# ---- design 1 ----
Design 1, M2 wires:
Drawn at 1.5 px/um.
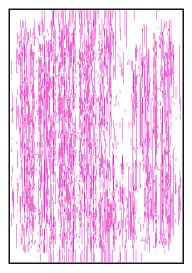

===== config.mk =====
export PLATFORM = sky130hd
export DESIGN_NAME = icache_refill_unit
export DESIGN_NICKNAME = d
export VERILOG_FILES = /design/src/rtl/icache_refill_unit.sv
export SDC_FILE = /design/constraint.sdc
export NUM_CORES = 1
export LEC_CHECK = 0
export ABC_AREA = 1
export CORE_ASPECT_RATIO = 1.5
export CORE_MARGIN = 4
export CORE_UTILIZATION = 51
export DETAILED_ROUTE_END_ITERATION = 10
export HOLD_SLACK_MARGIN = 0.12
export PLACE_DENSITY = 0.86
export SLEW_MARGIN = 20
export SYNTH_ARGS = -nofsm -noshare
export SYNTH_HDL_FRONTEND = slang
export SYNTH_SLANG_ARGS = --single-unit

===== constraint.sdc =====
create_clock -name clock -period 4.16 [get_ports clock]
set_input_delay 0.416 -clock clock [delete_from_list [all_inputs] [get_ports clock]]
set_output_delay 0.416 -clock clock [all_outputs]
set_load 0.1 [all_outputs]

===== src/rtl/icache_refill_unit.sv =====
// icache_refill_unit: on an instruction-cache miss, reads the missing block one word at a time
// from memory. It then writes the assembled block, line index and tag into the cache array in
// a single cycle.
module icache_refill_unit #(
  parameter int unsigned offset_width = 2,
  parameter int unsigned line_width   = 6,
  localparam int unsigned block_size  = 1 << offset_width,
  localparam int unsigned tag_width   = 30 - offset_width - line_width
) (
  input  logic                      clock,
  input  logic                      reset,
  input  logic                      miss_valid,
  output logic                      miss_ready,
  input  logic [31:0]               miss_address,
  output logic                      mem_req_valid,
  input  logic                      mem_req_ready,
  output logic [31:0]               mem_req_address,
  input  logic                      mem_resp_valid,
  output logic                      mem_resp_ready,
  input  logic [31:0]               mem_resp_data,
  input  logic                      invalidate_all,
  output logic                      write_in,
  output logic [line_width-1:0]     write_line_index,
  output logic [32*block_size-1:0]  write_block,
  output logic [tag_width-1:0]      write_tag,
  output logic                      refill_done,
  output logic                      busy
);

  localparam int unsigned cnt_width = offset_width + 1;
  localparam int unsigned low_bits  = offset_width + 2;
  localparam logic [cnt_width-1:0] block_count = cnt_width'(block_size);

  typedef enum logic [1:0] {StIdle, StFetch, StWrite} state_t;

  state_t               state;
  logic [31:0]          base;
  logic [cnt_width-1:0] issue_cnt;
  logic [cnt_width-1:0] recv_cnt;
  logic                 poison;

  // Byte offset within the block is implied by the word counters.
  logic unused_addr_bits;
  assign unused_addr_bits = ^miss_address[low_bits-1:0];

  // Handshake and strobe outputs decoded straight from registered state.
  always_comb begin
    miss_ready      = (state == StIdle);
    busy            = (state != StIdle);
    mem_req_valid   = (state == StFetch) && (issue_cnt < block_count);
    mem_req_address = base + 32'({issue_cnt, 2'b00});
    // Never accept more responses than requests issued.
    mem_resp_ready  = (state == StFetch) && (recv_cnt < issue_cnt);
    refill_done     = (state == StWrite);
    // A flush in the write cycle itself must also suppress the write.
    write_in        = (state == StWrite) && !poison && !invalidate_all;
  end

  // Refill FSM: latch the miss, stream words in, then one write cycle.
  always_ff @(posedge clock) begin
    if (reset) begin
      state            <= StIdle;
      base             <= '0;
      issue_cnt        <= '0;
      recv_cnt         <= '0;
      poison           <= 1'b0;
      write_line_index <= '0;
      write_tag        <= '0;
      write_block      <= '0;
    end else begin
      unique case (state)
        StIdle: begin
          if (miss_valid) begin
            base             <= {miss_address[31:low_bits], {low_bits{1'b0}}};
            write_line_index <= miss_address[line_width+low_bits-1:low_bits];
            write_tag        <= miss_address[31:line_width+low_bits];
            issue_cnt        <= '0;
            recv_cnt         <= '0;
            poison           <= 1'b0;
            state            <= StFetch;
          end
        end
        StFetch: begin
          // A flush mid-refill lets the memory traffic finish but drops the write.
          if (invalidate_all) begin
            poison <= 1'b1;
          end
          if (mem_req_valid && mem_req_ready) begin
            issue_cnt <= issue_cnt + 1'b1;
          end
          if (mem_resp_valid && mem_resp_ready) begin
            write_block[32*recv_cnt[offset_width-1:0] +: 32] <= mem_resp_data;
            recv_cnt <= recv_cnt + 1'b1;
            if (recv_cnt == block_count - 1'b1) begin
              state <= StWrite;
            end
          end
        end
        StWrite: begin
          state <= StIdle;
        end
        default: begin
          state <= StIdle;
        end
      endcase
    end
  end

endmodule


# ---- design 2 ----
==> src/rtl/fifo_pkg.sv <==
// Shared async-FIFO definitions: default geometry and Gray/binary conversions.
// Used by the write-side pointer stage, the read-side pointer stage and fifo_mem.
package fifo_pkg;

    // Default geometry shared by every stage of the FIFO.
    localparam int unsigned FIFO_DEPTH_DEF   = 8;
    localparam int unsigned PTR_WIDTH_DEF    = 3;
    localparam int unsigned AFULL_THRESH_DEF = 6;
    localparam int unsigned SYNC_STAGES_DEF  = 2;

    // Widest pointer the conversion helpers handle; callers zero-extend into
    // this width and size-cast the result back to their pointer width.
    localparam int unsigned CONV_WIDTH = 32;

    // Binary to reflected Gray code.
    function automatic logic [CONV_WIDTH-1:0] bin2gray(input logic [CONV_WIDTH-1:0] bin);
        return bin ^ (bin >> 1);
    endfunction

    // Gray to binary: each binary bit is the XOR of all Gray bits at or above it.
    // Zero-extended upper bits contribute nothing, so any narrower width works.
    function automatic logic [CONV_WIDTH-1:0] gray2bin(input logic [CONV_WIDTH-1:0] gray);
        logic [CONV_WIDTH-1:0] bin;
        bin = gray;
        for (int unsigned i = 1; i < CONV_WIDTH; i++) begin
            bin = bin ^ (gray >> i);
        end
        return bin;
    endfunction

endpackage

==> src/rtl/fifo_sync_ff.sv <==
// Multi-flop synchroniser for a Gray-coded pointer crossing clock domains.
// Plain flop chain, no logic between stages; synchronous active-high reset.
module fifo_sync_ff #(
    parameter int unsigned WIDTH  = 4,
    parameter int unsigned STAGES = 2
) (
    input  logic             clk,
    input  logic             rst,
    input  logic [WIDTH-1:0] d,
    output logic [WIDTH-1:0] q
);

    logic [WIDTH-1:0] chain [STAGES];

    // Shift the asynchronous value through STAGES flops; reset clears every stage.
    always_ff @(posedge clk) begin
        if (rst) begin
            for (int unsigned i = 0; i < STAGES; i++) begin
                chain[i] <= '0;
            end
        end else begin
            chain[0] <= d;
            for (int unsigned i = 1; i < STAGES; i++) begin
                chain[i] <= chain[i-1];
            end
        end
    end

    assign q = chain[STAGES-1];

endmodule

==> src/rtl/fifo_wptr_full.sv <==
// Write-domain pointer and flag stage of the async FIFO.
// Owns the binary/Gray write pointer, brings the Gray read pointer into wrclk,
// and produces full, almost-full, fill level and a sticky overflow flag.
module fifo_wptr_full
    import fifo_pkg::*;
#(
    parameter int unsigned FIFO_DEPTH   = FIFO_DEPTH_DEF,
    parameter int unsigned PTR_WIDTH    = PTR_WIDTH_DEF,
    parameter int unsigned AFULL_THRESH = AFULL_THRESH_DEF,
    parameter int unsigned SYNC_STAGES  = SYNC_STAGES_DEF
) (
    input  logic                 wrclk,
    input  logic                 wrst,
    input  logic                 wr_en,
    input  logic                 clr_ovf,
    input  logic [PTR_WIDTH:0]   g_rptr_async,
    output logic                 wr_accept,
    output logic [PTR_WIDTH:0]   b_wptr,
    output logic [PTR_WIDTH:0]   g_wptr,
    output logic                 fifo_full,
    output logic                 fifo_afull,
    output logic [PTR_WIDTH:0]   wr_level,
    output logic                 overflow
);

    localparam int unsigned PW1 = PTR_WIDTH + 1;

    // Threshold narrowed to pointer width; the range check below guarantees it fits.
    localparam logic [PTR_WIDTH:0] AFULL_LVL = PW1'(AFULL_THRESH);

    // Elaboration-time parameter sanity checks.
    if (FIFO_DEPTH != (32'd1 << PTR_WIDTH)) begin : g_chk_depth
        $fatal(1, "fifo_wptr_full: FIFO_DEPTH must equal 2**PTR_WIDTH");
    end
    if (PTR_WIDTH < 2) begin : g_chk_ptr
        $fatal(1, "fifo_wptr_full: PTR_WIDTH must be at least 2");
    end
    if (SYNC_STAGES < 2) begin : g_chk_sync
        $fatal(1, "fifo_wptr_full: SYNC_STAGES must be at least 2");
    end
    if ((AFULL_THRESH < 1) || (AFULL_THRESH > FIFO_DEPTH)) begin : g_chk_afull
        $fatal(1, "fifo_wptr_full: AFULL_THRESH must lie in 1..FIFO_DEPTH");
    end

    logic [PTR_WIDTH:0] g_rptr_sync;
    logic [PTR_WIDTH:0] b_rptr_sync;
    logic [PTR_WIDTH:0] b_next;
    logic [PTR_WIDTH:0] g_next;
    logic [PTR_WIDTH:0] g_rptr_full_cmp;
    logic [PTR_WIDTH:0] level_next;
    logic               full_next;
    logic               afull_next;

    // Read pointer into the write clock domain.
    fifo_sync_ff #(
        .WIDTH  (PW1),
        .STAGES (SYNC_STAGES)
    ) u_rptr_sync (
        .clk (wrclk),
        .rst (wrst),
        .d   (g_rptr_async),
        .q   (g_rptr_sync)
    );

    // A write is only ever accepted while the registered full flag is low.
    assign wr_accept = wr_en & ~fifo_full;

    // Full in Gray space: write pointer one lap ahead means the top two bits
    // of the read pointer are inverted and the rest are equal.
    assign g_rptr_full_cmp = {~g_rptr_sync[PTR_WIDTH:PTR_WIDTH-1], g_rptr_sync[PTR_WIDTH-2:0]};

    // Next-state pointers, level and flags, all derived from the synchronised
    // (possibly stale) read pointer so the flags are pessimistic.
    always_comb begin
        b_next      = b_wptr + {{PTR_WIDTH{1'b0}}, wr_accept};
        g_next      = PW1'(bin2gray(CONV_WIDTH'(b_next)));
        b_rptr_sync = PW1'(gray2bin(CONV_WIDTH'(g_rptr_sync)));
        level_next  = b_next - b_rptr_sync;
        full_next   = (g_next == g_rptr_full_cmp);
        afull_next  = (level_next >= AFULL_LVL);
    end

    // Register pointers and flags together so full rises on the filling write.
    always_ff @(posedge wrclk) begin
        if (wrst) begin
            b_wptr     <= '0;
            g_wptr     <= '0;
            wr_level   <= '0;
            fifo_full  <= 1'b0;
            fifo_afull <= 1'b0;
        end else begin
            b_wptr     <= b_next;
            g_wptr     <= g_next;
            wr_level   <= level_next;
            fifo_full  <= full_next;
            fifo_afull <= afull_next;
        end
    end

    // Sticky overflow: a write attempted while full sets it, and setting wins over clearing.
    always_ff @(posedge wrclk) begin
        if (wrst) begin
            overflow <= 1'b0;
        end else if (wr_en && fifo_full) begin
            overflow <= 1'b1;
        end else if (clr_ovf) begin
            overflow <= 1'b0;
        end
    end

endmodule
==> config.mk <==
export PLATFORM = sky130hd
export DESIGN_NAME = fifo_wptr_full
export DESIGN_NICKNAME = d
export VERILOG_FILES = /design/src/rtl/fifo_pkg.sv /design/src/rtl/fifo_sync_ff.sv /design/src/rtl/fifo_wptr_full.sv
export SDC_FILE = /design/constraint.sdc
export NUM_CORES = 1
export LEC_CHECK = 0
export CAP_MARGIN = 20
export CORE_AREA = 2 2 45 47
export DETAILED_ROUTE_END_ITERATION = 8
export DIE_AREA = 0 0 47 49
export PLACE_DENSITY = 0.79
export SYNTH_ARGS = -nofsm -noshare
export SYNTH_HDL_FRONTEND = slang
export SYNTH_SLANG_ARGS = --single-unit
==> constraint.sdc <==
create_clock -name wrclk -period 4.9 [get_ports wrclk]
set_input_delay 0.98 -clock wrclk [delete_from_list [all_inputs] [get_ports wrclk]]
set_output_delay 0.98 -clock wrclk [all_outputs]
set_load 0.01 [all_outputs]
Design 2, signal wires by layer:
Drawn at 8 px/um.
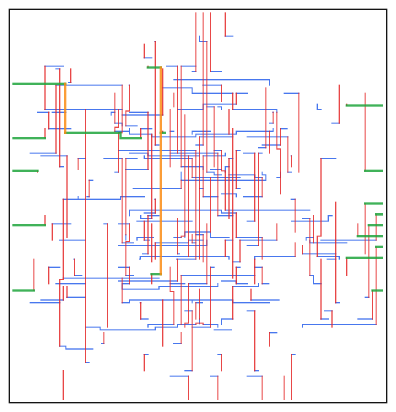
[orange] met4 | wire length: 32.0 um
[green] met3 | wire length: 52.9 um
[blue] met1 | wire length: 543 um
[red] met2 | wire length: 748 um
Total Routed Length: 1380 um
GRT Util Overall: 0.144
routed len/inst: 10.3 um

==> notes.md, design 2 <==
run results: Synth cell types=18, Seq/Total Area, Yosys=0.512, die y size=49 um, cells in synth_stat.txt=83, synthesized cell area=861 sq um, status=finished clean, FFs w/ async S/R, synth=0, CTS tree=yes, grt met2 use=0.249, number of port buffers=23, remaining antenna violation count after routing=0, CP dominant cell by count=clkdlybuf4s50_1, P_leak=0.000447 uW, simple share=0.169, total congestion overflow=0, area fraction in compound gates=0.0262, hold_buf cts=0, CTS root buf=clkbuf_4, Main logic family=simple AND/OR/NAND/NOR gates, Reg-to-Reg End=fifo_afull$_SDFF_PP0_, vias=605, synth warn=0, met3 WL=52 um
[design 2: through the flow]
step / instances / power, uW / setup WS [ns] / hold WS, ns / utilization
after floorplan: 83 / 258 / 2.12 / 0.414 / -
after CTS: 133 / 379 / 1.74 / 0.449 / 0.615
final: 133 / 373 / 1.75 / 0.446 / 0.615
after global placement: 130 / 297 / 1.64 / 0.417 / 0.603
after detailed placement: 130 / 302 / 1.59 / 0.428 / 0.603
after global routing: 133 / 395 / 1.70 / 0.463 / 0.615
[design 2: final cells by class]
class                   instances  area [sq um]
fillers                       160           709
flip-flops and latches         22           440
multi-input cells              54           390
repair buffers                 23           230
well taps                      27          33.8
clock buffers                   3          22.5
inverters                       4          15.0
[design 2: registers in the layout, summed over array words and instances (netlist names)]
| register | count |
|---|---|
| fifo_afull | 1 |
| fifo_full | 1 |
| g_wptr | 4 |
| wr_level | 4 |
| overflow | 1 |
| u_rptr_sync.chain | 8 |
| b_wptr | 3 |
[design 2: where the power goes]
group	leakage (uW)	total, uW	switching (uW)	internal (uW)
logic	0.000252	94.9	42.1	52.8
clock network	0.0000138	76.8	48.1	28.7
registers	0.000181	201	5.56	195
Design 1, signal wires by layer:
Drawn at 2 px/um.
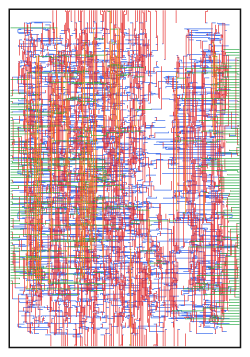
[green] met3 | wire length: 2850 um
[blue] met1 | wire length: 10800 um
[orange] met4 | wire length: 2110 um
[red] met2 | wire length: 15300 um
GRT Util Overall: 0.317
vias: 9456
routed len/inst: 16.6 um
Total Routed Length: 31100 um

## Picture notes: 'M2 wires' of design 1
main direction: vertical
nets with wire on the layer: 1328
share of all routed wire: 49%
wire length on this layer: 15300 um
longest straight run: 75.8 um
grt met2 use: 0.554

==> notes.md, design 1 <==
run results: top cells, area=dfxtp_1 38%, nand2_1 16%, nor2_1 14%, inv_1 11%, nand4_1 4.9%, area fraction in compound gates=0.0292, Placed Instances=1837, EDFF count, synth=0, DRC Markers=0, crit-path max FO=3, sequential power share=0.353, FFs w/ async S/R, synth=0, 1st-pass router iterations=7, Synth area leader=dfxtp_1, Clock Sinks=165, initial antenna violation count=0, Crit Reg-Reg Startpoint=recv_cnt[0]$_SDFFE_PP0P_, io pins=264, status=finished clean, unrepaired setup endpoints after global routing=false, TNS Setup=0 ns, number of port buffers=257, Leading cell kind=logic gates, Max Slew Vio Count=0, Seq. pwr=1700 uW, mi-comb count=930
[design 1: metrics by stage]
| stage | setup slack [ns] | instance area [sq um] |
|---|---|---|
| 3_5_place_dp | 1.25 | 11200 |
| 2_1_floorplan | 0.140 | 8750 |
| 5_1_grt | 0.612 | 11900 |
| 6_report | 0.821 | 11900 |
| 3_3_place_gp | 1.24 | 11200 |
| 4_1_cts | 0.779 | 11900 |
[design 1: logic make-up (layout without fill, tap and decap cells)]
kind of cell | count (synthesis) | count (layout)
flops | 165 | 165
fa+ha+maj | 11 | 11
other cells | 1 | 2
buf+inv | 346 | 564
compound gates | 50 | 50
xor+xnor | 18 | 18
simple gates | 849 | 849
[design 1: tightest hold or removal path: stages, from the launching register on]
cell	delay [ns]
dfxtp_1	0.31
inv_1	0.05
nand2_1	0.04
inv_1	0.04
nor2_1	0.03
[design 1: registers in the layout (all words and copies together), names as in the netlist]
register / flops
recv_cnt: 3
write_block: 128
state: 2
issue_cnt: 3
write_tag: 22
write_line_index: 5
base: 1
poison: 1
[design 1: per-layer routing]
layer  share of wire  track usage  vias up
li1                -            -     4694
met1            0.35        0.328     4236
met2            0.49        0.554      429
met3           0.092       0.0867       97
met4           0.068        0.199        0
met5               0            0        -

==> notes/layouts.md <==
Pictures saved along the way, in no particular order.

PDN straps and rails.
image #1
Drawn at 2 px/um. Pins as bars on the die edge. Tap cells in gray.
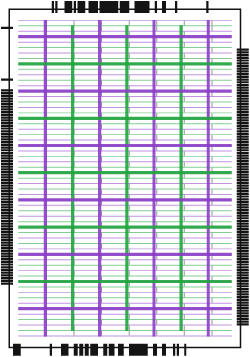
image #2
Drawn at 8 px/um. Pins as bars on the die edge. Tap cells in gray.
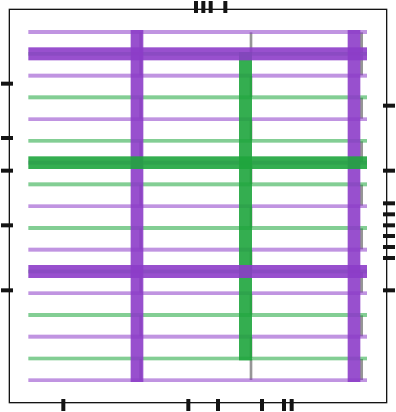
The one with the most pins is image #1.
The one with the largest die is image #1.
image #2 -> design 2
image #1 -> design 1

Key to image #2:
[purple] VSS
[green] VDD
met5 straps: 3
rows: 16
signal pins: 24
met1 rails: 17
tap cells: 27



==> notes/layouts.md <==
Pictures saved along the way, in no particular order.

Clock nets.
Plate I
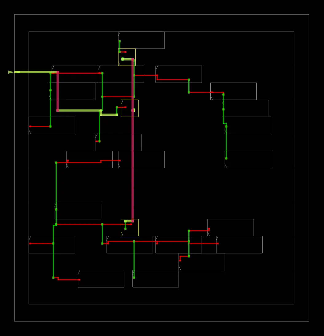
Plate II
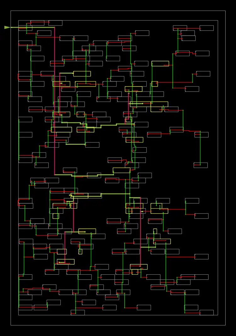
- most clock buffers: Plate II
Design 1 is Plate II.
Design 2 is Plate I.

No activity file was given, so power comes from the tool's default toggle rates.
